# ---- apb_sat_counter ----
Figure 1. Gate-type map (apb_sat_counter).
Bar = 20 µm.
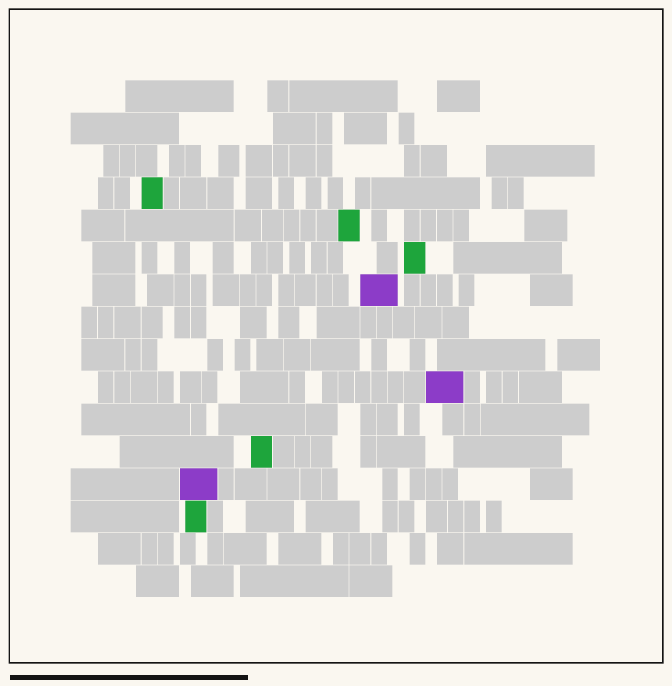

===== src/rtl/apb_sat_counter.sv =====
// Saturating event counter with synchronous clear; an increment in the clear
// cycle is kept so the event is not lost.
module apb_sat_counter #(
  parameter int WIDTH = 16
) (
  input  logic             pclk,
  input  logic             preset,
  input  logic             inc,
  input  logic             clr,
  output logic [WIDTH-1:0] cnt
);

  // NOTE: sequential state uses non-blocking assignments so every flop samples pre-edge values.
  always_ff @(posedge pclk or posedge preset) begin
    if (preset) begin
      cnt <= '0;
    end else if (clr) begin
      cnt <= WIDTH'(inc);
    end else if (inc && (cnt != '1)) begin
      cnt <= cnt + WIDTH'(1);
    end
  end

endmodule


===== config.mk =====
export PLATFORM = sky130hd
export DESIGN_NAME = apb_sat_counter
export DESIGN_NICKNAME = d
export VERILOG_FILES = /design/src/rtl/apb_sat_counter.sv
export SDC_FILE = /design/constraint.sdc
export NUM_CORES = 1
export LEC_CHECK = 0
export ABC_AREA = 1
export CAP_MARGIN = 20
export CORE_MARGIN = 5
export CORE_UTILIZATION = 53
export CTS_BUF_LIST = sky130_fd_sc_hd__clkbuf_2
export DETAILED_ROUTE_END_ITERATION = 6
export PLACE_DENSITY = 0.81
export SKIP_CTS_REPAIR_TIMING = 1
export SYNTH_ARGS = -nofsm -noshare
export SYNTH_HDL_FRONTEND = slang
export SYNTH_SLANG_ARGS = --single-unit
export TNS_END_PERCENT = 50

===== constraint.sdc =====
create_clock -name pclk -period 1.95 [get_ports pclk]
set_clock_uncertainty 0.15 [all_clocks]
set_input_delay 0.2925 -clock pclk [delete_from_list [all_inputs] [get_ports pclk]]
set_output_delay 0.2925 -clock pclk [all_outputs]
set_load 0.02 [all_outputs]

# ---- ahb_master_ls_flat ----
File: src/rtl/ahb_pkg.sv
// Shared encodings for the single-transfer AHB-Lite initiator: bus codes,
// load/store request sizes and the controller state type.
package ahb_pkg;

    localparam int DATA_W = 32;

    localparam logic [1:0] HTRANS_IDLE   = 2'b00;
    localparam logic [1:0] HTRANS_NONSEQ = 2'b10;

    localparam logic [2:0] HSIZE_BYTE = 3'b000;
    localparam logic [2:0] HSIZE_HALF = 3'b001;
    localparam logic [2:0] HSIZE_WORD = 3'b010;

    localparam logic [2:0] HBURST_SINGLE = 3'b000;

    localparam logic [1:0] REQ_SIZE_BYTE = 2'b00;
    localparam logic [1:0] REQ_SIZE_HALF = 2'b01;
    localparam logic [1:0] REQ_SIZE_WORD = 2'b10;

    typedef enum logic [1:0] {
        ST_IDLE = 2'd0,
        ST_ADDR = 2'd1,
        ST_DATA = 2'd2,
        ST_ERR  = 2'd3
    } state_t;

    // Legal request sizes map straight onto the low HSIZE bits.
    function automatic logic [2:0] req_to_hsize(input logic [1:0] size);
        return {1'b0, size};
    endfunction

endpackage

File: src/rtl/ahb_master_ls_if.sv
// Bundle of the AHB-Lite master port plus the load/store request/response
// handshake; master is the initiator's view, slave is the environment's view.
interface ahb_master_ls_if
    import ahb_pkg::*;
#(
    parameter int ADDR_W = 32
);
    logic [ADDR_W-1:0] M_AHB_0_haddr;
    logic [2:0]        M_AHB_0_hburst;
    logic              M_AHB_0_hmastlock;
    logic [3:0]        M_AHB_0_hprot;
    logic [2:0]        M_AHB_0_hsize;
    logic [1:0]        M_AHB_0_htrans;
    logic              M_AHB_0_hwrite;
    logic [DATA_W-1:0] M_AHB_0_hwdata;
    logic [DATA_W-1:0] M_AHB_0_hrdata;
    logic              M_AHB_0_hready;
    logic              M_AHB_0_hresp;

    logic              req_valid;
    logic              req_ready;
    logic              req_write;
    logic [ADDR_W-1:0] req_addr;
    logic [DATA_W-1:0] req_wdata;
    logic [1:0]        req_size;
    logic              req_unsigned;
    logic              rsp_valid;
    logic [DATA_W-1:0] rsp_rdata;
    logic              rsp_err;
    logic              busy;

    modport master (
        output M_AHB_0_haddr, M_AHB_0_hburst, M_AHB_0_hmastlock, M_AHB_0_hprot,
               M_AHB_0_hsize, M_AHB_0_htrans, M_AHB_0_hwrite, M_AHB_0_hwdata,
        input  M_AHB_0_hrdata, M_AHB_0_hready, M_AHB_0_hresp,
        input  req_valid, req_write, req_addr, req_wdata, req_size, req_unsigned,
        output req_ready, rsp_valid, rsp_rdata, rsp_err, busy
    );

    modport slave (
        input  M_AHB_0_haddr, M_AHB_0_hburst, M_AHB_0_hmastlock, M_AHB_0_hprot,
               M_AHB_0_hsize, M_AHB_0_htrans, M_AHB_0_hwrite, M_AHB_0_hwdata,
        output M_AHB_0_hrdata, M_AHB_0_hready, M_AHB_0_hresp,
        output req_valid, req_write, req_addr, req_wdata, req_size, req_unsigned,
        input  req_ready, rsp_valid, rsp_rdata, rsp_err, busy
    );
endinterface

File: src/rtl/ahb_lane_steer.sv
// Combinational byte-lane logic: request alignment check, store-data lane
// replication and little-endian load lane select with sign/zero extension.
module ahb_lane_steer
    import ahb_pkg::*;
(
    input  logic [1:0]        req_size,
    input  logic [1:0]        req_addr_lo,
    input  logic [DATA_W-1:0] req_wdata,
    output logic              req_legal,
    output logic [DATA_W-1:0] wdata_rep,
    input  logic [1:0]        ld_size,
    input  logic [1:0]        ld_lane,
    input  logic              ld_unsigned,
    input  logic [DATA_W-1:0] rdata,
    output logic [DATA_W-1:0] rdata_ext
);

    function automatic logic [DATA_W-1:0] extend8(input logic signed [7:0] v, input logic uns);
        logic signed [DATA_W-1:0] sx;
        sx = 32'(v);
        if (uns) return {24'h0, v};
        return sx;
    endfunction

    function automatic logic [DATA_W-1:0] extend16(input logic signed [15:0] v, input logic uns);
        logic signed [DATA_W-1:0] sx;
        sx = 32'(v);
        if (uns) return {16'h0, v};
        return sx;
    endfunction

    always_comb begin
        req_legal = 1'b0;
        wdata_rep = req_wdata;
        case (req_size)
            REQ_SIZE_BYTE: begin
                req_legal = 1'b1;
                wdata_rep = {4{req_wdata[7:0]}};
            end
            REQ_SIZE_HALF: begin
                req_legal = ~req_addr_lo[0];
                wdata_rep = {2{req_wdata[15:0]}};
            end
            REQ_SIZE_WORD: req_legal = (req_addr_lo == 2'b00);
            default:       req_legal = 1'b0;
        endcase
    end

    always_comb begin
        case (ld_size)
            REQ_SIZE_BYTE: rdata_ext = extend8(rdata[{ld_lane, 3'b000} +: 8], ld_unsigned);
            REQ_SIZE_HALF: rdata_ext = extend16(rdata[{ld_lane[1], 4'b0000} +: 16], ld_unsigned);
            default:       rdata_ext = rdata;
        endcase
    end

endmodule

File: src/rtl/ahb_master_ls.sv
// Single-outstanding AHB-Lite initiator for the CPU load/store unit: one
// NONSEQ SINGLE transfer at a time, wait states, two-cycle ERROR handling.
module ahb_master_ls
    import ahb_pkg::*;
#(
    parameter int         ADDR_W    = 32,
    parameter logic [3:0] HPROT_VAL = 4'b0011
) (
    input  logic HCLK,
    input  logic rst,
    ahb_master_ls_if.master bus
);

    state_t            state, state_nx;
    logic              accept;
    logic              req_legal;
    logic [DATA_W-1:0] wdata_rep;
    logic [DATA_W-1:0] rdata_ext;

    logic [1:0]        lane_p0;
    logic [1:0]        size_p0;
    logic              uns_p0;
    logic [DATA_W-1:0] wdata_p0;

    logic [ADDR_W-1:0] haddr_d;
    logic [1:0]        htrans_d;
    logic              hwrite_d;
    logic [2:0]        hsize_d;
    logic [DATA_W-1:0] hwdata_d;
    logic              rsp_valid_d;
    logic              rsp_err_d;
    logic [DATA_W-1:0] rsp_rdata_d;

    assign accept                = bus.req_valid && bus.req_ready;
    assign bus.req_ready         = (state == ST_IDLE) && !rst;
    assign bus.busy              = (state != ST_IDLE);
    assign bus.M_AHB_0_hburst    = HBURST_SINGLE;
    assign bus.M_AHB_0_hmastlock = 1'b0;
    assign bus.M_AHB_0_hprot     = HPROT_VAL;

    ahb_lane_steer u_steer (
        .req_size    (bus.req_size),
        .req_addr_lo (bus.req_addr[1:0]),
        .req_wdata   (bus.req_wdata),
        .req_legal   (req_legal),
        .wdata_rep   (wdata_rep),
        .ld_size     (size_p0),
        .ld_lane     (lane_p0),
        .ld_unsigned (uns_p0),
        .rdata       (bus.M_AHB_0_hrdata),
        .rdata_ext   (rdata_ext)
    );

    always_ff @(posedge HCLK or posedge rst) begin
        if (rst) state <= ST_IDLE;
        else     state <= state_nx;
    end

    always_comb begin
        state_nx = state;
        case (state)
            ST_IDLE: if (accept && req_legal) state_nx = ST_ADDR;
            ST_ADDR: if (bus.M_AHB_0_hready) state_nx = ST_DATA;
            ST_DATA: begin
                if (bus.M_AHB_0_hresp) state_nx = bus.M_AHB_0_hready ? ST_IDLE : ST_ERR;
                else if (bus.M_AHB_0_hready) state_nx = ST_IDLE;
            end
            ST_ERR:  if (bus.M_AHB_0_hready) state_nx = ST_IDLE;
            default: state_nx = ST_IDLE;
        endcase
    end

    always_comb begin
        haddr_d     = bus.M_AHB_0_haddr;
        htrans_d    = bus.M_AHB_0_htrans;
        hwrite_d    = bus.M_AHB_0_hwrite;
        hsize_d     = bus.M_AHB_0_hsize;
        hwdata_d    = bus.M_AHB_0_hwdata;
        rsp_valid_d = 1'b0;
        rsp_err_d   = bus.rsp_err;
        rsp_rdata_d = bus.rsp_rdata;
        case (state)
            ST_IDLE: begin
                if (accept && req_legal) begin
                    haddr_d  = bus.req_addr;
                    htrans_d = HTRANS_NONSEQ;
                    hwrite_d = bus.req_write;
                    hsize_d  = req_to_hsize(bus.req_size);
                end else if (accept) begin
                    // Misaligned or illegal size: answer locally, bus stays idle.
                    rsp_valid_d = 1'b1;
                    rsp_err_d   = 1'b1;
                    rsp_rdata_d = '0;
                end
            end
            ST_ADDR: begin
                if (bus.M_AHB_0_hready) begin
                    htrans_d = HTRANS_IDLE;
                    if (bus.M_AHB_0_hwrite) hwdata_d = wdata_p0;
                end
            end
            ST_DATA: begin
                if (bus.M_AHB_0_hready) begin
                    rsp_valid_d = 1'b1;
                    rsp_err_d   = bus.M_AHB_0_hresp;
                    rsp_rdata_d = (bus.M_AHB_0_hresp || bus.M_AHB_0_hwrite) ? '0 : rdata_ext;
                end
            end
            ST_ERR: begin
                if (bus.M_AHB_0_hready) begin
                    rsp_valid_d = 1'b1;
                    rsp_err_d   = 1'b1;
                    rsp_rdata_d = '0;
                end
            end
            default: ;
        endcase
    end

    // Request capture: lane info and steered store data for the later phases
    always_ff @(posedge HCLK) begin
        if (accept && req_legal) begin
            lane_p0  <= bus.req_addr[1:0];
            size_p0  <= bus.req_size;
            uns_p0   <= bus.req_unsigned;
            wdata_p0 <= wdata_rep;
        end
    end

    // Registered bus and response outputs
    always_ff @(posedge HCLK or posedge rst) begin
        if (rst) begin
            bus.M_AHB_0_haddr  <= '0;
            bus.M_AHB_0_htrans <= HTRANS_IDLE;
            bus.M_AHB_0_hwrite <= 1'b0;
            bus.M_AHB_0_hsize  <= HSIZE_WORD;
            bus.M_AHB_0_hwdata <= '0;
            bus.rsp_valid      <= 1'b0;
            bus.rsp_err        <= 1'b0;
            bus.rsp_rdata      <= '0;
        end else begin
            bus.M_AHB_0_haddr  <= haddr_d;
            bus.M_AHB_0_htrans <= htrans_d;
            bus.M_AHB_0_hwrite <= hwrite_d;
            bus.M_AHB_0_hsize  <= hsize_d;
            bus.M_AHB_0_hwdata <= hwdata_d;
            bus.rsp_valid      <= rsp_valid_d;
            bus.rsp_err        <= rsp_err_d;
            bus.rsp_rdata      <= rsp_rdata_d;
        end
    end

endmodule

File: src/flat_wrapper.sv
// flat-port wrapper written by rule: the top's interface ports become plain ports
module ahb_master_ls_flat import ahb_pkg::*;
#(
    parameter int         ADDR_W    = 32,
    parameter logic [3:0] HPROT_VAL = 4'b0011
)
  (HCLK, rst, bus_M_AHB_0_haddr, bus_M_AHB_0_hburst, bus_M_AHB_0_hmastlock, bus_M_AHB_0_hprot, bus_M_AHB_0_hsize, bus_M_AHB_0_htrans, bus_M_AHB_0_hwrite, bus_M_AHB_0_hwdata, bus_M_AHB_0_hrdata, bus_M_AHB_0_hready, bus_M_AHB_0_hresp, bus_req_valid, bus_req_write, bus_req_addr, bus_req_wdata, bus_req_size, bus_req_unsigned, bus_req_ready, bus_rsp_valid, bus_rsp_rdata, bus_rsp_err, bus_busy);
  ahb_master_ls_if #(.ADDR_W(ADDR_W)) bus_i ();
  input  logic HCLK;
  input  logic rst;
  output wire logic [$bits(bus_i.M_AHB_0_haddr)-1:0] bus_M_AHB_0_haddr;
  output wire logic [$bits(bus_i.M_AHB_0_hburst)-1:0] bus_M_AHB_0_hburst;
  output wire logic [$bits(bus_i.M_AHB_0_hmastlock)-1:0] bus_M_AHB_0_hmastlock;
  output wire logic [$bits(bus_i.M_AHB_0_hprot)-1:0] bus_M_AHB_0_hprot;
  output wire logic [$bits(bus_i.M_AHB_0_hsize)-1:0] bus_M_AHB_0_hsize;
  output wire logic [$bits(bus_i.M_AHB_0_htrans)-1:0] bus_M_AHB_0_htrans;
  output wire logic [$bits(bus_i.M_AHB_0_hwrite)-1:0] bus_M_AHB_0_hwrite;
  output wire logic [$bits(bus_i.M_AHB_0_hwdata)-1:0] bus_M_AHB_0_hwdata;
  input wire logic [$bits(bus_i.M_AHB_0_hrdata)-1:0] bus_M_AHB_0_hrdata;
  input wire logic [$bits(bus_i.M_AHB_0_hready)-1:0] bus_M_AHB_0_hready;
  input wire logic [$bits(bus_i.M_AHB_0_hresp)-1:0] bus_M_AHB_0_hresp;
  input wire logic [$bits(bus_i.req_valid)-1:0] bus_req_valid;
  input wire logic [$bits(bus_i.req_write)-1:0] bus_req_write;
  input wire logic [$bits(bus_i.req_addr)-1:0] bus_req_addr;
  input wire logic [$bits(bus_i.req_wdata)-1:0] bus_req_wdata;
  input wire logic [$bits(bus_i.req_size)-1:0] bus_req_size;
  input wire logic [$bits(bus_i.req_unsigned)-1:0] bus_req_unsigned;
  output wire logic [$bits(bus_i.req_ready)-1:0] bus_req_ready;
  output wire logic [$bits(bus_i.rsp_valid)-1:0] bus_rsp_valid;
  output wire logic [$bits(bus_i.rsp_rdata)-1:0] bus_rsp_rdata;
  output wire logic [$bits(bus_i.rsp_err)-1:0] bus_rsp_err;
  output wire logic [$bits(bus_i.busy)-1:0] bus_busy;
  assign bus_M_AHB_0_haddr = bus_i.M_AHB_0_haddr;
  assign bus_M_AHB_0_hburst = bus_i.M_AHB_0_hburst;
  assign bus_M_AHB_0_hmastlock = bus_i.M_AHB_0_hmastlock;
  assign bus_M_AHB_0_hprot = bus_i.M_AHB_0_hprot;
  assign bus_M_AHB_0_hsize = bus_i.M_AHB_0_hsize;
  assign bus_M_AHB_0_htrans = bus_i.M_AHB_0_htrans;
  assign bus_M_AHB_0_hwrite = bus_i.M_AHB_0_hwrite;
  assign bus_M_AHB_0_hwdata = bus_i.M_AHB_0_hwdata;
  assign bus_i.M_AHB_0_hrdata = bus_M_AHB_0_hrdata;
  assign bus_i.M_AHB_0_hready = bus_M_AHB_0_hready;
  assign bus_i.M_AHB_0_hresp = bus_M_AHB_0_hresp;
  assign bus_i.req_valid = bus_req_valid;
  assign bus_i.req_write = bus_req_write;
  assign bus_i.req_addr = bus_req_addr;
  assign bus_i.req_wdata = bus_req_wdata;
  assign bus_i.req_size = bus_req_size;
  assign bus_i.req_unsigned = bus_req_unsigned;
  assign bus_req_ready = bus_i.req_ready;
  assign bus_rsp_valid = bus_i.rsp_valid;
  assign bus_rsp_rdata = bus_i.rsp_rdata;
  assign bus_rsp_err = bus_i.rsp_err;
  assign bus_busy = bus_i.busy;
  ahb_master_ls #(.ADDR_W(ADDR_W), .HPROT_VAL(HPROT_VAL)) u_core (.HCLK(HCLK), .rst(rst), .bus(bus_i));
endmodule
File: config.mk
export PLATFORM = sky130hd
export DESIGN_NAME = ahb_master_ls_flat
export DESIGN_NICKNAME = d
export VERILOG_FILES = /design/src/rtl/ahb_pkg.sv /design/src/rtl/ahb_master_ls_if.sv /design/src/rtl/ahb_lane_steer.sv /design/src/rtl/ahb_master_ls.sv /design/src/flat_wrapper.sv
export SDC_FILE = /design/constraint.sdc
export NUM_CORES = 1
export LEC_CHECK = 0
export CORE_MARGIN = 2
export CORE_UTILIZATION = 34
export DETAILED_ROUTE_END_ITERATION = 6
export SYNTH_ARGS = -nofsm -noshare
export SYNTH_HDL_FRONTEND = slang
export SYNTH_SLANG_ARGS = --single-unit
File: constraint.sdc
create_clock -name HCLK -period 4.95 [get_ports HCLK]
set_input_delay 0.495 -clock HCLK [delete_from_list [all_inputs] [get_ports HCLK]]
set_output_delay 0.495 -clock HCLK [all_outputs]
set_load 0.05 [all_outputs]
# ---- mem_arbiter_flat ----
[src/rtl/mem_arbiter_if.sv]
// mem_arbiter_if: cache request, grant and memory port signals around the memory arbiter
interface mem_arbiter_if #(
    parameter int ADDR_W = 32,
    parameter int DATA_W = 64,
    parameter int TAG_W = 4
);
    logic              icache_req_valid;
    logic [ADDR_W-1:0] icache_req_addr;
    logic              icache_req_accepted;
    logic [TAG_W-1:0]  icache_req_tag;
    logic [DATA_W-1:0] icache_data;
    logic [TAG_W-1:0]  icache_data_tag;
    logic              dcache_req_valid;
    logic              dcache_req_store;
    logic [ADDR_W-1:0] dcache_req_addr;
    logic [DATA_W-1:0] dcache_req_data;
    logic              dcache_req_accepted;
    logic [TAG_W-1:0]  dcache_req_tag;
    logic [DATA_W-1:0] dcache_data;
    logic [TAG_W-1:0]  dcache_data_tag;
    logic [1:0]        proc2mem_command;
    logic [ADDR_W-1:0] proc2mem_addr;
    logic [DATA_W-1:0] proc2mem_data;
    logic [TAG_W-1:0]  mem2proc_transaction_tag;
    logic [DATA_W-1:0] mem2proc_data;
    logic [TAG_W-1:0]  mem2proc_data_tag;
    logic              orphan_return;

    modport slave (
        input  icache_req_valid, icache_req_addr,
        output icache_req_accepted, icache_req_tag, icache_data, icache_data_tag,
        input  dcache_req_valid, dcache_req_store, dcache_req_addr, dcache_req_data,
        output dcache_req_accepted, dcache_req_tag, dcache_data, dcache_data_tag,
        output proc2mem_command, proc2mem_addr, proc2mem_data,
        input  mem2proc_transaction_tag, mem2proc_data, mem2proc_data_tag,
        output orphan_return
    );

    modport master (
        output icache_req_valid, icache_req_addr,
        input  icache_req_accepted, icache_req_tag, icache_data, icache_data_tag,
        output dcache_req_valid, dcache_req_store, dcache_req_addr, dcache_req_data,
        input  dcache_req_accepted, dcache_req_tag, dcache_data, dcache_data_tag,
        input  proc2mem_command, proc2mem_addr, proc2mem_data,
        output mem2proc_transaction_tag, mem2proc_data, mem2proc_data_tag,
        input  orphan_return
    );
endinterface

[src/rtl/mem_arbiter.sv]
// mem_arbiter: shares the memory port between icache and dcache and routes returns by tag owner
module mem_arbiter #(
    parameter int ADDR_W = 32,
    parameter int DATA_W = 64,
    parameter int TAG_W = 4,
    parameter int STARVE_LIMIT = 4,
    parameter int MAX_I_OUTSTANDING = 8
) (
    input logic clock,
    input logic reset,
    mem_arbiter_if.slave bus
);
    localparam int N_TAGS = 1 << TAG_W;
    localparam int CNT_W = $clog2(MAX_I_OUTSTANDING + 1);
    localparam int ST_W = $clog2(STARVE_LIMIT + 1);
    localparam logic [CNT_W-1:0] I_MAX = CNT_W'(MAX_I_OUTSTANDING);
    localparam logic [ST_W-1:0] S_MAX = ST_W'(STARVE_LIMIT);
    localparam logic [1:0] CMD_NONE = 2'd0;
    localparam logic [1:0] CMD_LOAD = 2'd1;
    localparam logic [1:0] CMD_STORE = 2'd2;

    logic [N_TAGS-1:0] owner_valid;
    logic [N_TAGS-1:0] owner_is_icache;
    logic [CNT_W-1:0]  i_out_cnt;
    logic [ST_W-1:0]   starve_cnt;
    logic              orphan;

    logic             i_elig, grant_i, grant_d, i_acc, d_acc, alloc;
    logic             ret_hit, ret_icache, ret_orphan;
    logic [TAG_W-1:0] tx_tag, rx_tag;

    // Pick a grantee, decide acceptance and look up the owner of any returning tag
    always_comb begin
        tx_tag = bus.mem2proc_transaction_tag;
        rx_tag = bus.mem2proc_data_tag;
        i_elig = !reset && bus.icache_req_valid && (i_out_cnt < I_MAX);
        grant_i = i_elig && (starve_cnt == S_MAX || !bus.dcache_req_valid);
        grant_d = !reset && bus.dcache_req_valid && !grant_i;
        i_acc = grant_i && tx_tag != '0;
        d_acc = grant_d && tx_tag != '0;
        alloc = i_acc || (d_acc && !bus.dcache_req_store);
        ret_hit = !reset && rx_tag != '0 && owner_valid[rx_tag];
        ret_icache = ret_hit && owner_is_icache[rx_tag];
        ret_orphan = !reset && rx_tag != '0 && !owner_valid[rx_tag];
    end

    // Drive the memory port, the acceptance handshakes and the routed return tags
    always_comb begin
        bus.proc2mem_command = grant_i ? CMD_LOAD :
                               grant_d ? (bus.dcache_req_store ? CMD_STORE : CMD_LOAD) : CMD_NONE;
        bus.proc2mem_addr = grant_i ? bus.icache_req_addr :
                            grant_d ? bus.dcache_req_addr : {ADDR_W{1'b0}};
        bus.proc2mem_data = (grant_d && bus.dcache_req_store) ? bus.dcache_req_data : {DATA_W{1'b0}};
        bus.icache_req_accepted = i_acc;
        bus.icache_req_tag = i_acc ? tx_tag : '0;
        bus.dcache_req_accepted = d_acc;
        bus.dcache_req_tag = d_acc ? tx_tag : '0;
        bus.icache_data = bus.mem2proc_data;
        bus.dcache_data = bus.mem2proc_data;
        bus.icache_data_tag = ret_icache ? rx_tag : '0;
        bus.dcache_data_tag = (ret_hit && !ret_icache) ? rx_tag : '0;
        bus.orphan_return = orphan;
    end

    // Owner table, icache in-flight count, starvation counter and sticky orphan flag;
    // a same-cycle return and allocation on one tag leaves the new owner in place
    always_ff @(posedge clock) begin
        if (reset) begin
            owner_valid <= '0;
            owner_is_icache <= '0;
            i_out_cnt <= '0;
            starve_cnt <= '0;
            orphan <= 1'b0;
        end else begin
            if (ret_hit) owner_valid[rx_tag] <= 1'b0;
            if (alloc) begin
                owner_valid[tx_tag] <= 1'b1;
                owner_is_icache[tx_tag] <= grant_i;
            end
            i_out_cnt <= i_out_cnt + CNT_W'(i_acc) - CNT_W'(ret_icache);
            starve_cnt <= (i_elig && !i_acc) ? ((starve_cnt == S_MAX) ? S_MAX : starve_cnt + 1'b1) : '0;
            orphan <= orphan || ret_orphan;
        end
    end

    // Protocol checks: no load on a live tag, icache count stays within range
    always_ff @(posedge clock) begin
        if (!reset) begin
            assert (!(alloc && owner_valid[tx_tag] && !(ret_hit && rx_tag == tx_tag)));
            assert (!(i_acc && !ret_icache && i_out_cnt == I_MAX));
            assert (!(ret_icache && !i_acc && i_out_cnt == '0));
        end
    end
endmodule

[src/flat_wrapper.sv]
// flat-port wrapper written by rule: the top's interface ports become plain ports
module mem_arbiter_flat 
#(
    parameter int ADDR_W = 32,
    parameter int DATA_W = 64,
    parameter int TAG_W = 4,
    parameter int STARVE_LIMIT = 4,
    parameter int MAX_I_OUTSTANDING = 8
)
  (clock, reset, bus_icache_req_valid, bus_icache_req_addr, bus_icache_req_accepted, bus_icache_req_tag, bus_icache_data, bus_icache_data_tag, bus_dcache_req_valid, bus_dcache_req_store, bus_dcache_req_addr, bus_dcache_req_data, bus_dcache_req_accepted, bus_dcache_req_tag, bus_dcache_data, bus_dcache_data_tag, bus_proc2mem_command, bus_proc2mem_addr, bus_proc2mem_data, bus_mem2proc_transaction_tag, bus_mem2proc_data, bus_mem2proc_data_tag, bus_orphan_return);
  mem_arbiter_if #(.ADDR_W(ADDR_W), .DATA_W(DATA_W), .TAG_W(TAG_W)) bus_i ();
  input logic clock;
  input logic reset;
  input wire logic [$bits(bus_i.icache_req_valid)-1:0] bus_icache_req_valid;
  input wire logic [$bits(bus_i.icache_req_addr)-1:0] bus_icache_req_addr;
  output wire logic [$bits(bus_i.icache_req_accepted)-1:0] bus_icache_req_accepted;
  output wire logic [$bits(bus_i.icache_req_tag)-1:0] bus_icache_req_tag;
  output wire logic [$bits(bus_i.icache_data)-1:0] bus_icache_data;
  output wire logic [$bits(bus_i.icache_data_tag)-1:0] bus_icache_data_tag;
  input wire logic [$bits(bus_i.dcache_req_valid)-1:0] bus_dcache_req_valid;
  input wire logic [$bits(bus_i.dcache_req_store)-1:0] bus_dcache_req_store;
  input wire logic [$bits(bus_i.dcache_req_addr)-1:0] bus_dcache_req_addr;
  input wire logic [$bits(bus_i.dcache_req_data)-1:0] bus_dcache_req_data;
  output wire logic [$bits(bus_i.dcache_req_accepted)-1:0] bus_dcache_req_accepted;
  output wire logic [$bits(bus_i.dcache_req_tag)-1:0] bus_dcache_req_tag;
  output wire logic [$bits(bus_i.dcache_data)-1:0] bus_dcache_data;
  output wire logic [$bits(bus_i.dcache_data_tag)-1:0] bus_dcache_data_tag;
  output wire logic [$bits(bus_i.proc2mem_command)-1:0] bus_proc2mem_command;
  output wire logic [$bits(bus_i.proc2mem_addr)-1:0] bus_proc2mem_addr;
  output wire logic [$bits(bus_i.proc2mem_data)-1:0] bus_proc2mem_data;
  input wire logic [$bits(bus_i.mem2proc_transaction_tag)-1:0] bus_mem2proc_transaction_tag;
  input wire logic [$bits(bus_i.mem2proc_data)-1:0] bus_mem2proc_data;
  input wire logic [$bits(bus_i.mem2proc_data_tag)-1:0] bus_mem2proc_data_tag;
  output wire logic [$bits(bus_i.orphan_return)-1:0] bus_orphan_return;
  assign bus_i.icache_req_valid = bus_icache_req_valid;
  assign bus_i.icache_req_addr = bus_icache_req_addr;
  assign bus_icache_req_accepted = bus_i.icache_req_accepted;
  assign bus_icache_req_tag = bus_i.icache_req_tag;
  assign bus_icache_data = bus_i.icache_data;
  assign bus_icache_data_tag = bus_i.icache_data_tag;
  assign bus_i.dcache_req_valid = bus_dcache_req_valid;
  assign bus_i.dcache_req_store = bus_dcache_req_store;
  assign bus_i.dcache_req_addr = bus_dcache_req_addr;
  assign bus_i.dcache_req_data = bus_dcache_req_data;
  assign bus_dcache_req_accepted = bus_i.dcache_req_accepted;
  assign bus_dcache_req_tag = bus_i.dcache_req_tag;
  assign bus_dcache_data = bus_i.dcache_data;
  assign bus_dcache_data_tag = bus_i.dcache_data_tag;
  assign bus_proc2mem_command = bus_i.proc2mem_command;
  assign bus_proc2mem_addr = bus_i.proc2mem_addr;
  assign bus_proc2mem_data = bus_i.proc2mem_data;
  assign bus_i.mem2proc_transaction_tag = bus_mem2proc_transaction_tag;
  assign bus_i.mem2proc_data = bus_mem2proc_data;
  assign bus_i.mem2proc_data_tag = bus_mem2proc_data_tag;
  assign bus_orphan_return = bus_i.orphan_return;
  mem_arbiter #(.ADDR_W(ADDR_W), .DATA_W(DATA_W), .TAG_W(TAG_W), .STARVE_LIMIT(STARVE_LIMIT), .MAX_I_OUTSTANDING(MAX_I_OUTSTANDING)) u_core (.clock(clock), .reset(reset), .bus(bus_i));
endmodule
[config.mk]
export PLATFORM = sky130hd
export DESIGN_NAME = mem_arbiter_flat
export DESIGN_NICKNAME = d
export VERILOG_FILES = /design/src/rtl/mem_arbiter_if.sv /design/src/rtl/mem_arbiter.sv /design/src/flat_wrapper.sv
export SDC_FILE = /design/constraint.sdc
export NUM_CORES = 1
export LEC_CHECK = 0
export ABC_AREA = 0
export CAP_MARGIN = 20
export CORE_AREA = 2 2 174 176
export CTS_CLUSTER_SIZE = 8
export DETAILED_ROUTE_END_ITERATION = 8
export DIE_AREA = 0 0 176 178
export HOLD_SLACK_MARGIN = 0.08
export MAX_ROUTING_LAYER = met4
export PLACE_DENSITY_LB_ADDON = 0.25
export SETUP_SLACK_MARGIN = 0.5
export SYNTH_ARGS = -nofsm -noshare
export SYNTH_HDL_FRONTEND = slang
export SYNTH_SLANG_ARGS = --single-unit
[constraint.sdc]
create_clock -name clock -period 4.1 [get_ports clock]
set_input_delay 0.82 -clock clock [delete_from_list [all_inputs] [get_ports clock]]
set_output_delay 0.82 -clock clock [all_outputs]
set_load 0.005 [all_outputs]
# ---- serializer ----
File: src/rtl/ser_pkg.sv
// Shared definitions for the serial link: FSM state type, minimum legal
// modifier and the modifier-to-bit-length mapping used by both link ends.
package ser_pkg;

  typedef enum logic {
    IDLE = 1'b0,
    SEND = 1'b1
  } ser_state_t;

  localparam int SER_MOD_MIN = 3;

  // Bit length for a modifier: 0 selects the full word, 1..2 and anything
  // that does not fit the word are illegal and map to 0.
  function automatic int ser_len(input int mod, input int data_w = 16);
    if (mod == 0) return data_w;
    if (mod < SER_MOD_MIN || mod >= data_w) return 0;
    return mod;
  endfunction

endpackage

File: src/rtl/serializer.sv
// Parallel-to-serial transmitter: latches a word plus bit-count modifier and
// shifts the leading L bits out MSB-first with a per-bit valid strobe.
module serializer
  import ser_pkg::*;
#(
  parameter int DATA_W = 16,
  parameter int MOD_W  = $clog2(DATA_W)
) (
  input  logic              clk_i,
  input  logic              arst_n_i,
  input  logic [DATA_W-1:0] data_i,
  input  logic [MOD_W-1:0]  data_mod_i,
  input  logic              data_val_i,
  output logic              ser_data_o,
  output logic              ser_data_val_o,
  output logic              busy_o
);

  // One extra bit so a full-width length loads without wrapping to zero.
  localparam int CNT_W = MOD_W + 1;

  ser_state_t        state_q;
  logic [DATA_W-1:0] shift_q;
  logic [CNT_W-1:0]  cnt_q;
  logic              ser_data_q;
  logic              ser_val_q;
  logic              busy_q;

  logic [CNT_W-1:0]  load_len;
  logic              accept;

  always_comb begin
    load_len = CNT_W'(ser_len(int'(data_mod_i), DATA_W));
    accept   = (state_q == IDLE) && data_val_i && (load_len != '0);
  end

  // NOTE: sequential state uses non-blocking assignments so every flop samples
  // the pre-edge values; blocking here would chain the shift within one cycle.
  always_ff @(posedge clk_i or negedge arst_n_i) begin
    if (!arst_n_i) begin
      state_q    <= IDLE;
      shift_q    <= '0;
      cnt_q      <= '0;
      ser_data_q <= 1'b0;
      ser_val_q  <= 1'b0;
      busy_q     <= 1'b0;
    end else begin
      unique case (state_q)
        IDLE: begin
          ser_data_q <= 1'b0;
          ser_val_q  <= 1'b0;
          busy_q     <= 1'b0;
          if (accept) begin
            // The MSB goes straight to the output flop so it is valid next cycle.
            state_q    <= SEND;
            ser_data_q <= data_i[DATA_W-1];
            ser_val_q  <= 1'b1;
            busy_q     <= 1'b1;
            shift_q    <= {data_i[DATA_W-2:0], 1'b0};
            cnt_q      <= load_len;
          end
        end
        SEND: begin
          // cnt_q counts bits still on the wire, including the one shown now.
          if (cnt_q == CNT_W'(1)) begin
            state_q    <= IDLE;
            ser_data_q <= 1'b0;
            ser_val_q  <= 1'b0;
            busy_q     <= 1'b0;
            cnt_q      <= '0;
            shift_q    <= '0;
          end else begin
            ser_data_q <= shift_q[DATA_W-1];
            ser_val_q  <= 1'b1;
            busy_q     <= 1'b1;
            shift_q    <= {shift_q[DATA_W-2:0], 1'b0};
            cnt_q      <= cnt_q - CNT_W'(1);
          end
        end
        default: state_q <= IDLE;
      endcase
    end
  end

  assign ser_data_o     = ser_data_q;
  assign ser_data_val_o = ser_val_q;
  assign busy_o         = busy_q;

endmodule
File: config.mk
export PLATFORM = sky130hd
export DESIGN_NAME = serializer
export DESIGN_NICKNAME = d
export VERILOG_FILES = /design/src/rtl/ser_pkg.sv /design/src/rtl/serializer.sv
export SDC_FILE = /design/constraint.sdc
export NUM_CORES = 1
export LEC_CHECK = 0
export ABC_AREA = 1
export CAP_MARGIN = 20
export CORE_ASPECT_RATIO = 1.2
export CORE_MARGIN = 1
export CORE_UTILIZATION = 40
export CTS_CLUSTER_DIAMETER = 200
export DETAILED_ROUTE_END_ITERATION = 16
export PLACE_DENSITY = 0.65
export SLEW_MARGIN = 20
export SYNTH_ARGS = -nofsm -noshare
export SYNTH_HDL_FRONTEND = slang
export SYNTH_SLANG_ARGS = --single-unit
export TNS_END_PERCENT = 20
File: constraint.sdc
create_clock -name clk_i -period 1.6 [get_ports clk_i]
set_input_delay 0.24 -clock clk_i [delete_from_list [all_inputs] [get_ports clk_i]]
set_output_delay 0.24 -clock clk_i [all_outputs]
set_load 0.03 [all_outputs]
Figure 2. Metal 1 (apb_sat_counter).
Bar = 20 µm. Supply wires on this layer in grey. Cells faint in the background.
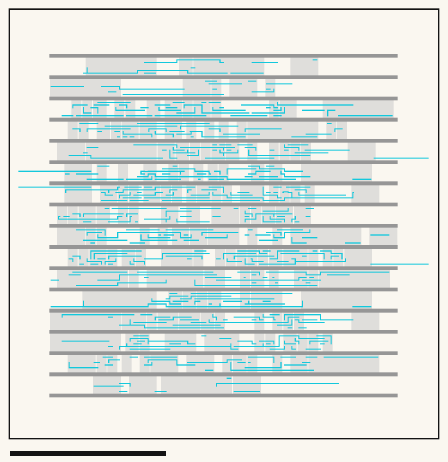
- share of all routed wire: 46%
- nets with wire on the layer: 168
- wire length on this layer: 1,270 µm
- main direction: horizontal
- longest straight run: 17.5 µm
Routed WL: 2.753 mm
global-route met1 utilization: 0.2706

Notes on Figure 1 above:
- green: inverting AOI/OAI gates (cells 5; most used o21ai_0)
- purple: XOR/XNOR gates (cells 3; most used xnor2_1)

==> ds_physical_params.txt, apb_sat_counter <==
Physical design parameters

Parameter                              Value

Status
  Outcome .................. finished clean

Timing
  Minimum period implied by the final worst setup slack .................. 1.900 ns
  Final slew viol count .................. 0

Pwr
  Sw power .................. 164.9 µW
  Largest voltage drop on the vdd net .................. 426.6 µV
  Power density over the cells .................. 433.8 nW/µm²

Critical path
  Crit path launch .................. cnt[8]
  Largest delay contributor family on the critical path .................. buffers and inverters
  CP cell instances .................. clkdlybuf4s50_1

Final layout
  P&R area growth vs syn .................. 25.00%
  Register name with the most flops .................. cnt

Synth
  Prevailing logic family in the synthesized netlist .................. simple AND/OR/NAND/NOR gates
  Synthesized chip area reported by yosys .................. approximately 1100 µm²
  Tally of unique sky130hd cells used after synthesis .................. 18
  Complex-gate fraction of the synthesized area .................. 0.02347

Global route
  Met3 capacity usage during global routing .................. 0.02725
  GR Layer Usage met2 .................. 0.3543

Clocking
  Number of H-tree levels .................. 1

Detailed routing
  Routed wire per std cell .................. 13.17 µm
apb_sat_counter: cells by family after synthesis:
kind of cell / Yosys count
flip-flops: 16
adder cells (fa/ha/maj): 1
buffers and inverters: 20
XOR/XNOR: 3
AND/OR/NAND/NOR: 113
AND-OR/OR-AND: 5
apb_sat_counter: area by class of cell:
class	instances	area, µm²
clock buffers	3	15.01
flip-flops and latches	16	401.6
multi-input cells	122	581.8
well taps	27	33.78
fillers	170	609.3
inverters	17	63.81
clock inverters	1	3.754
repair buffers	23	232.7
apb_sat_counter: power by group through the flow:
stage	Clock, µW	Combinational, µW	Sequential [µW]
final	157	76.4	344
after detailed placement	0	70.9	351
after CTS	159	71.3	344
after floorplan	0	34.0	357
after global placement	0	69.2	350
after global routing	168	83.1	346
apb_sat_counter: per-stage QoR:
step                power [µW]  instance area, µm²  setup WS, ns  instances
detailed placement       421.5                1292        0.1761        204
global route             597.2                1333      0.004770        209
floorplan                390.7                1066        0.1463        158
CTS                      574.2                1311      0.003428        208
global placement         419.3                1292        0.2318        204
finish                   578.1                1333       0.04968        209
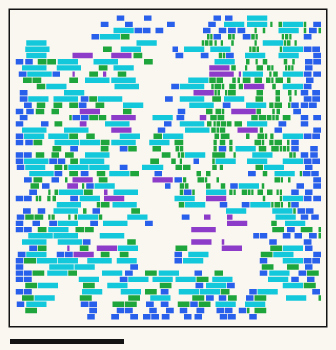
Figure 3: ahb_master_ls_flat, placement by cell class.
Bar = 50 µm.
- green: all other logic (cells 288)
- cyan: flip-flops (cells 141)
- blue: other buffers and delay cells (cells 212)
- purple: clock drivers and dummy loads (cells 32)
utilization after layout: 0.5009
standard cell core area: 17,840 µm²
share of the final layout cell area in sequential cells: 0.4157
finished layout cell area: 8937 µm²
std cell rows: 49

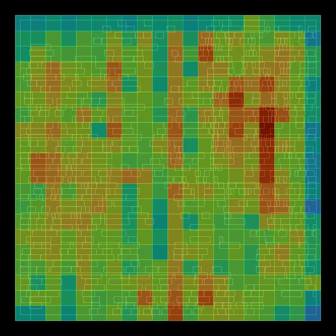
Figure 4: ahb_master_ls_flat, routing congestion.
Routed wire per std cell: 18.16 µm
Tot GR Track Use: 0.1741
layer carrying the most global-route usage: met2

==> ds_physical_params.txt, ahb_master_ls_flat <==
Physical design parameters

Parameter                              Value

Detailed routing
  Number of detailed-route iterations in the first pass .................. 4

Timing
  Minimum period implied by the final worst setup slack .................. 2.722 ns
  Final slew viol count .................. 0

Status
  Outcome .................. finished clean

Floorplan
  Tapcells .................. 229

Synth
  Top_reg_cell synth .................. sky130_fd_sc_hd__dfrtp_1
  Most popular library cell in the synthesized design by count .................. sky130_fd_sc_hd__dfrtp_1
  Top post-synthesis cells by count .................. sky130_fd_sc_hd__dfrtp_1 (103), sky130_fd_sc_hd__mux2_2 (57), sky130_fd_sc_hd__nand2_1 (43)
  Xor-xnor portion of the synthesized cell area .................. 0
  Count of state elements after synthesis .................. 141
  Flip-flops with a built-in enable .................. 37

Final layout
  Clock distribution area overhead in the final layout .................. 0.06916
  Comb/total area .................. 0.2428
  Final antenna diode count .................. 0
  Non-clock buffer share of cell area .................. 0.2363
  Number of nets in the layout .................. about 770

Global route
  Total grt overflow .................. 0

Critical path
  CP cell instances .................. clkdlybuf4s50_1 -> nor3_1 -> nor2_1 -> or2_1 -> inv_8 -> mux2_2
  Worst path slowest cell .................. sky130_fd_sc_hd__clkdlybuf4s50_1
  Delay of the slowest cell on the worst path .................. 0.76 ns

Clocking
  Number of buffers added for setup after CTS .................. 0
  Latency at later pin .................. 0.42 ns
  Number of resized instances in the post-cts repair step .................. 0
  Clk slew on worst S/H paths .................. ~0.06 ns

Pwr
  Power density over the cells .................. 596.4 nW/µm²
  Share of power burned in the clock network .................. 0.250
  Group with the largest share of power .................. combinational logic
[ahb_master_ls_flat: critical path, delay by kind of cell]
| kind | cells | cell delay [ns] |
|---|---|---|
| mux | 1 | 0.40 |
| buf+inv | 2 | 1.22 |
| simple gates | 3 | 0.83 |
[ahb_master_ls_flat: per-layer routing]
layer | up-vias | share of wire | GRT usage | wire [µm]
met3 | 10 | 0.073 | 0.06685 | 1202
met1 | 2108 | 0.44 | 0.2284 | 7263
met5 | - | 0 | 0 | 0
met4 | 0 | 0.012 | 0.05908 | 189
li1 | 2018 | - | - | -
met2 | 187 | 0.47 | 0.2660 | 7725
[ahb_master_ls_flat: final timing paths]
check / startpoint / end / slack [ns] / cells past startpoint
setup / recovery: bus_req_size[0] / u_core.bus.M_AHB_0_haddr[21] / 2.23 / 6
min in group asynchronous: rst / u_core.state[0] / 0.72 / 2
hold / removal: u_core.wdata_p0[31] / u_core.bus.M_AHB_0_hwdata[31] / 0.47 / 1
max in group asynchronous: rst / u_core.bus.rsp_rdata[5] / 3.18 / 3
hold reg to reg: u_core.wdata_p0[31] / u_core.bus.M_AHB_0_hwdata[31] / 0.47 / 1
setup reg to reg: u_core.size_p0[1] / u_core.bus.rsp_rdata[21] / 2.44 / 4
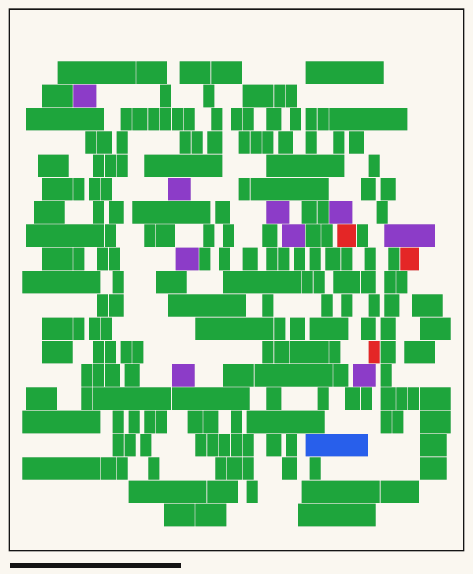
Figure 5: serializer, sizing map.
Bar = 20 µm.
- blue: drive 6 and up (cells 1; most used buf_12)
- purple: drive 3 to 4 (cells 9; most used buf_4)
- red: drive 2 (cells 3; most used nor2_2)
- green: drive 1 or less (cells 189; most used nand2_1)

==> ds_physical_params.txt, serializer <==
Physical design parameters

Parameter                              Value

Status
  Outcome .................. finished clean

Synth
  Ranking of synthesized cells by area .................. sky130_fd_sc_hd__dfrtp_1 (44%), sky130_fd_sc_hd__nand2_1 (27%), sky130_fd_sc_hd__nand3_1 (10%)
  Synthesized chip area reported by yosys .................. 1244 µm²
  Post-synthesis share of cell area spent on and, or, nand and nor gates .................. 0.3944
  Top_reg_cell synth .................. sky130_fd_sc_hd__dfrtp_1

Run
  OpenROAD warning count .................. 27

Critical path
  Peak fanout along the critical path .................. 12
  Launch instance of the worst register-to-register path .................. cnt_q[0]

Pwr
  Cell-internal power .................. 1454 µW
  Fraction of power spent switching nets .................. 0.4510

Placement
  Routability cong. .................. 0.7808

Final layout
  Finished layout cell area .................. 1558 µm²
  Number of nets in the layout .................. 229
  P&R area growth vs syn .................. 25.25%

Detailed routing
  Routed length on met3 .................. approximately 68 µm

Floorplan
  Die extent in y .................. 63.08 µm
  Num ports .................. 26

Global route
  Number of global-route vias before repair .................. 1,095
[serializer: stage by stage]
step | power (µW) | util | std cells
global route | 2952 | 0.5439 | 236
detailed placement | 2451 | 0.5352 | 233
global placement | 2404 | 0.5352 | 233
floorplan | 2048 | - | 178
finish | 2648 | 0.5439 | 236
CTS | 2679 | 0.5422 | 236
[serializer: cell type report]
type | count | area, µm²
clock buffer | 3 | 22.52
inverter | 12 | 45.04
sequential | 22 | 550.5
tap | 34 | 42.54
fill | 305 | 1306
multi-input combinational | 134 | 589.3
timing repair buffer | 31 | 307.8
[serializer: sequential cells by signal, summed over array words and instances (netlist names)]
register and count:
busy_o 1, cnt_q 5, ser_data_o 1, shift_q 15
[serializer: synth_stat cells (2+ instances only)]
master	n
sky130_fd_sc_hd__buf_2	7
sky130_fd_sc_hd__buf_4	2
sky130_fd_sc_hd__dfrtp_1	22
sky130_fd_sc_hd__ha_1	2
sky130_fd_sc_hd__inv_1	11
sky130_fd_sc_hd__nand2_1	89
sky130_fd_sc_hd__nand3_1	25
sky130_fd_sc_hd__nor2_1	4
sky130_fd_sc_hd__nor3_1	2
sky130_fd_sc_hd__o21ai_0	2
sky130_fd_sc_hd__o21ai_1	6
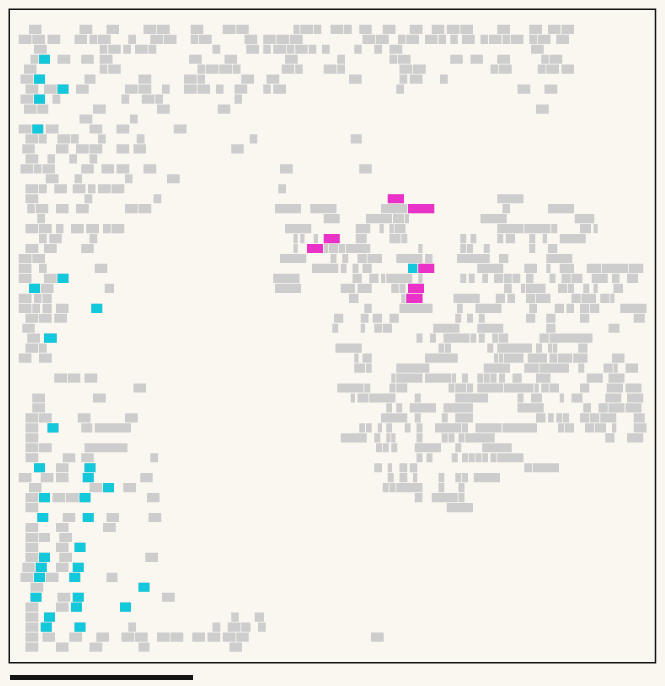
Figure 6: mem_arbiter_flat, gate-type map.
Bar = 50 µm.
- magenta: adder and majority cells (cells 7; most used ha_1)
- cyan: AND-OR and OR-AND gates (cells 33; most used a22o_1; where a vertical strip on the left)

==> ds_physical_params.txt, mem_arbiter_flat <==
Physical design parameters

Parameter                              Value

Timing
  Unrepaired setup endpoints after global routing .................. true
  Setup-violating endpoint count in the final report .................. 0
  Timing-limited maximum frequency .................. 281.0 MHz
  Setup TNS .................. 0 ns
  Worst-case setup margin in the final layout .................. 0.5409 ns

Synth
  Fraction of synthesized cell area taken by the top area cell type .................. 0.2384
  # Cells Yosys .................. 526
  Flip-flops with a built-in enable .................. 0
  Synthesized instance count .................. 526

Floorplan
  Floorplan utilization .................. 0.1403

Detailed routing
  Drt via density .................. ~4
  Uppermost metal layer occupied by signal nets .................. met4
  First DRT Iteration DRCs .................. between 200 and 250

Final layout
  Number of nets in the layout .................. 876

Global route
  Antenna violations before repair .................. 2

Critical path
  Critical path data required time .................. 3.28 ns
  Crit. End Element .................. output pin
  Destination of the worst register-to-register timing path .................. u_core.i_out_cnt[2]
  R2R setup slack .................. around 1.4 ns

Clocking
  CTS tree .................. yes

Pwr
  Power density over the cells .................. 186.7 nW/µm²

Status
  Outcome .................. finished clean
mem_arbiter_flat: power by group:
group          internal, µW  switching [µW]  leakage (µW)
Clock                   240             150     0.0000766
Sequential              397            5.26      0.000323
Combinational           280             182       0.00234
Total                   916             337       0.00274
mem_arbiter_flat: layer usage:
metal | up-vias | global-route usage
met2 | 203 | 0.1882
met1 | 1910 | 0.1471
li1 | 2020 | -
met4 | 0 | 0.02927
met3 | 29 | 0.03389
met5 | - | -
mem_arbiter_flat: cells by family (layout without fill, tap and decap cells):
kind of cell             after synthesis  after routing  share of synthesized area
XOR/XNOR                               3              3                   0.006371
adder cells (fa/ha/maj)                7              7                    0.02305
multiplexers                          15             15                    0.06339
AND-OR/OR-AND                        106            106                     0.1829
AND/OR/NAND/NOR                      172            172                     0.2381
buffers and inverters                183            322                     0.2921
other                                  0              2                          0
flip-flops                            40             40                     0.1941
mem_arbiter_flat: final cells by class:
class,instances,area (µm²)
multi-input cells,303,2175
well taps,390,488.0
flip-flops and latches,40,800.8
inverters,13,52.55
fillers,3215,22690
diodes,2,5.005
repair buffers,301,3042
clock inverters,2,10.01
clock buffers,6,138.9


==> notes/layouts.md <==
Pictures saved along the way, in no particular order.

Sizing map.
panel A
Bar = 50 µm.
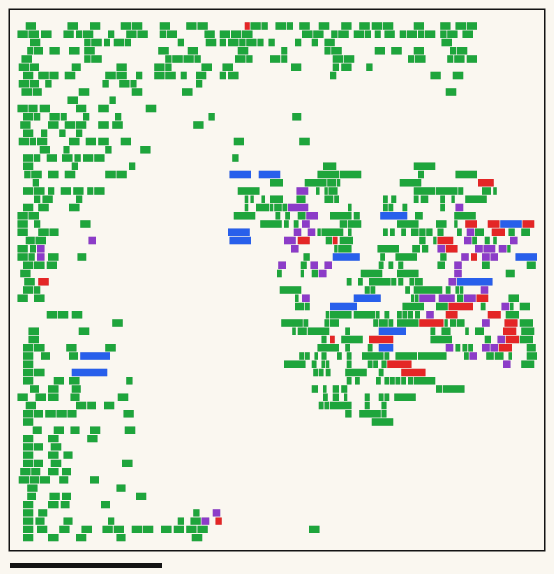
panel B
Bar = 50 µm.
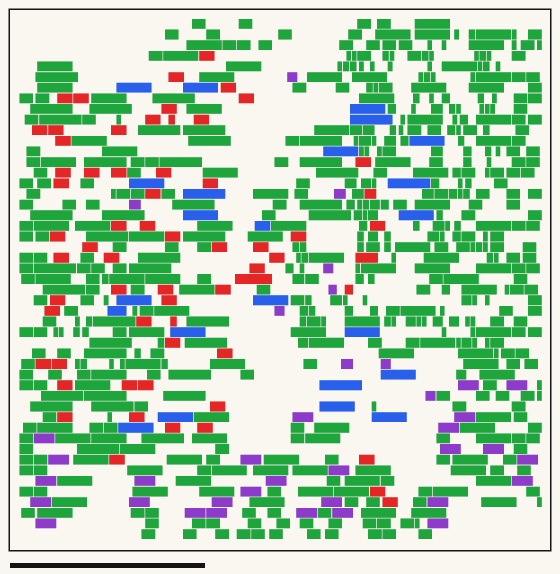
panel C
Bar = 20 µm.
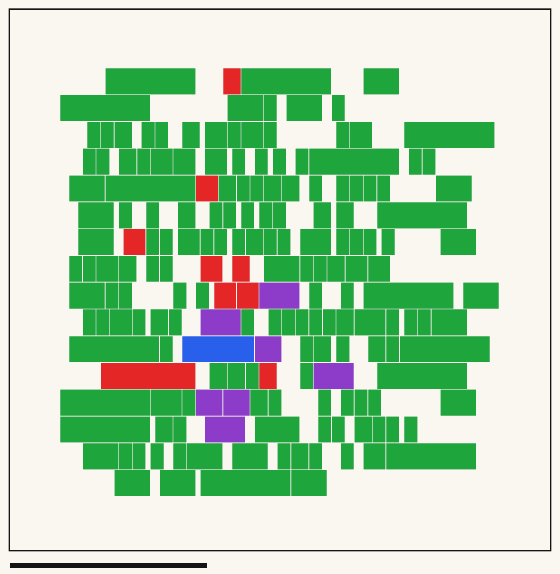
Of these, fewest cells: panel C
- apb_sat_counter = panel C
- ahb_master_ls_flat = panel B
- mem_arbiter_flat = panel A

Key to panel A:
- purple: drive 3 to 4 (cells 45; most used buf_4)
- blue: drive 6 and up (cells 15; most used buf_12)
- green: drive 1 or less (cells 579; most used clkdlybuf4s50_1)
- red: drive 2 (cells 26)


## Gallery

Routing congestion.
Plate I
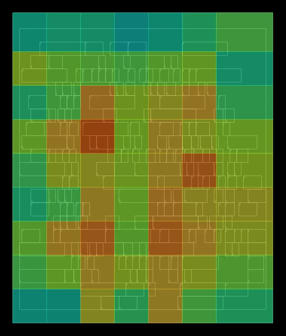
Plate II
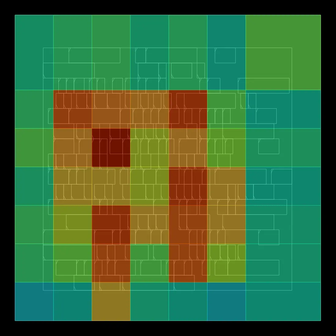
Plate III
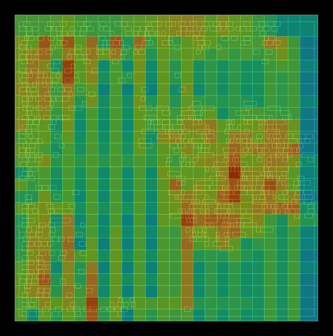
Plate I -> serializer
Plate II -> apb_sat_counter
Plate III -> mem_arbiter_flat

Power and IR drop assume default switching activity.
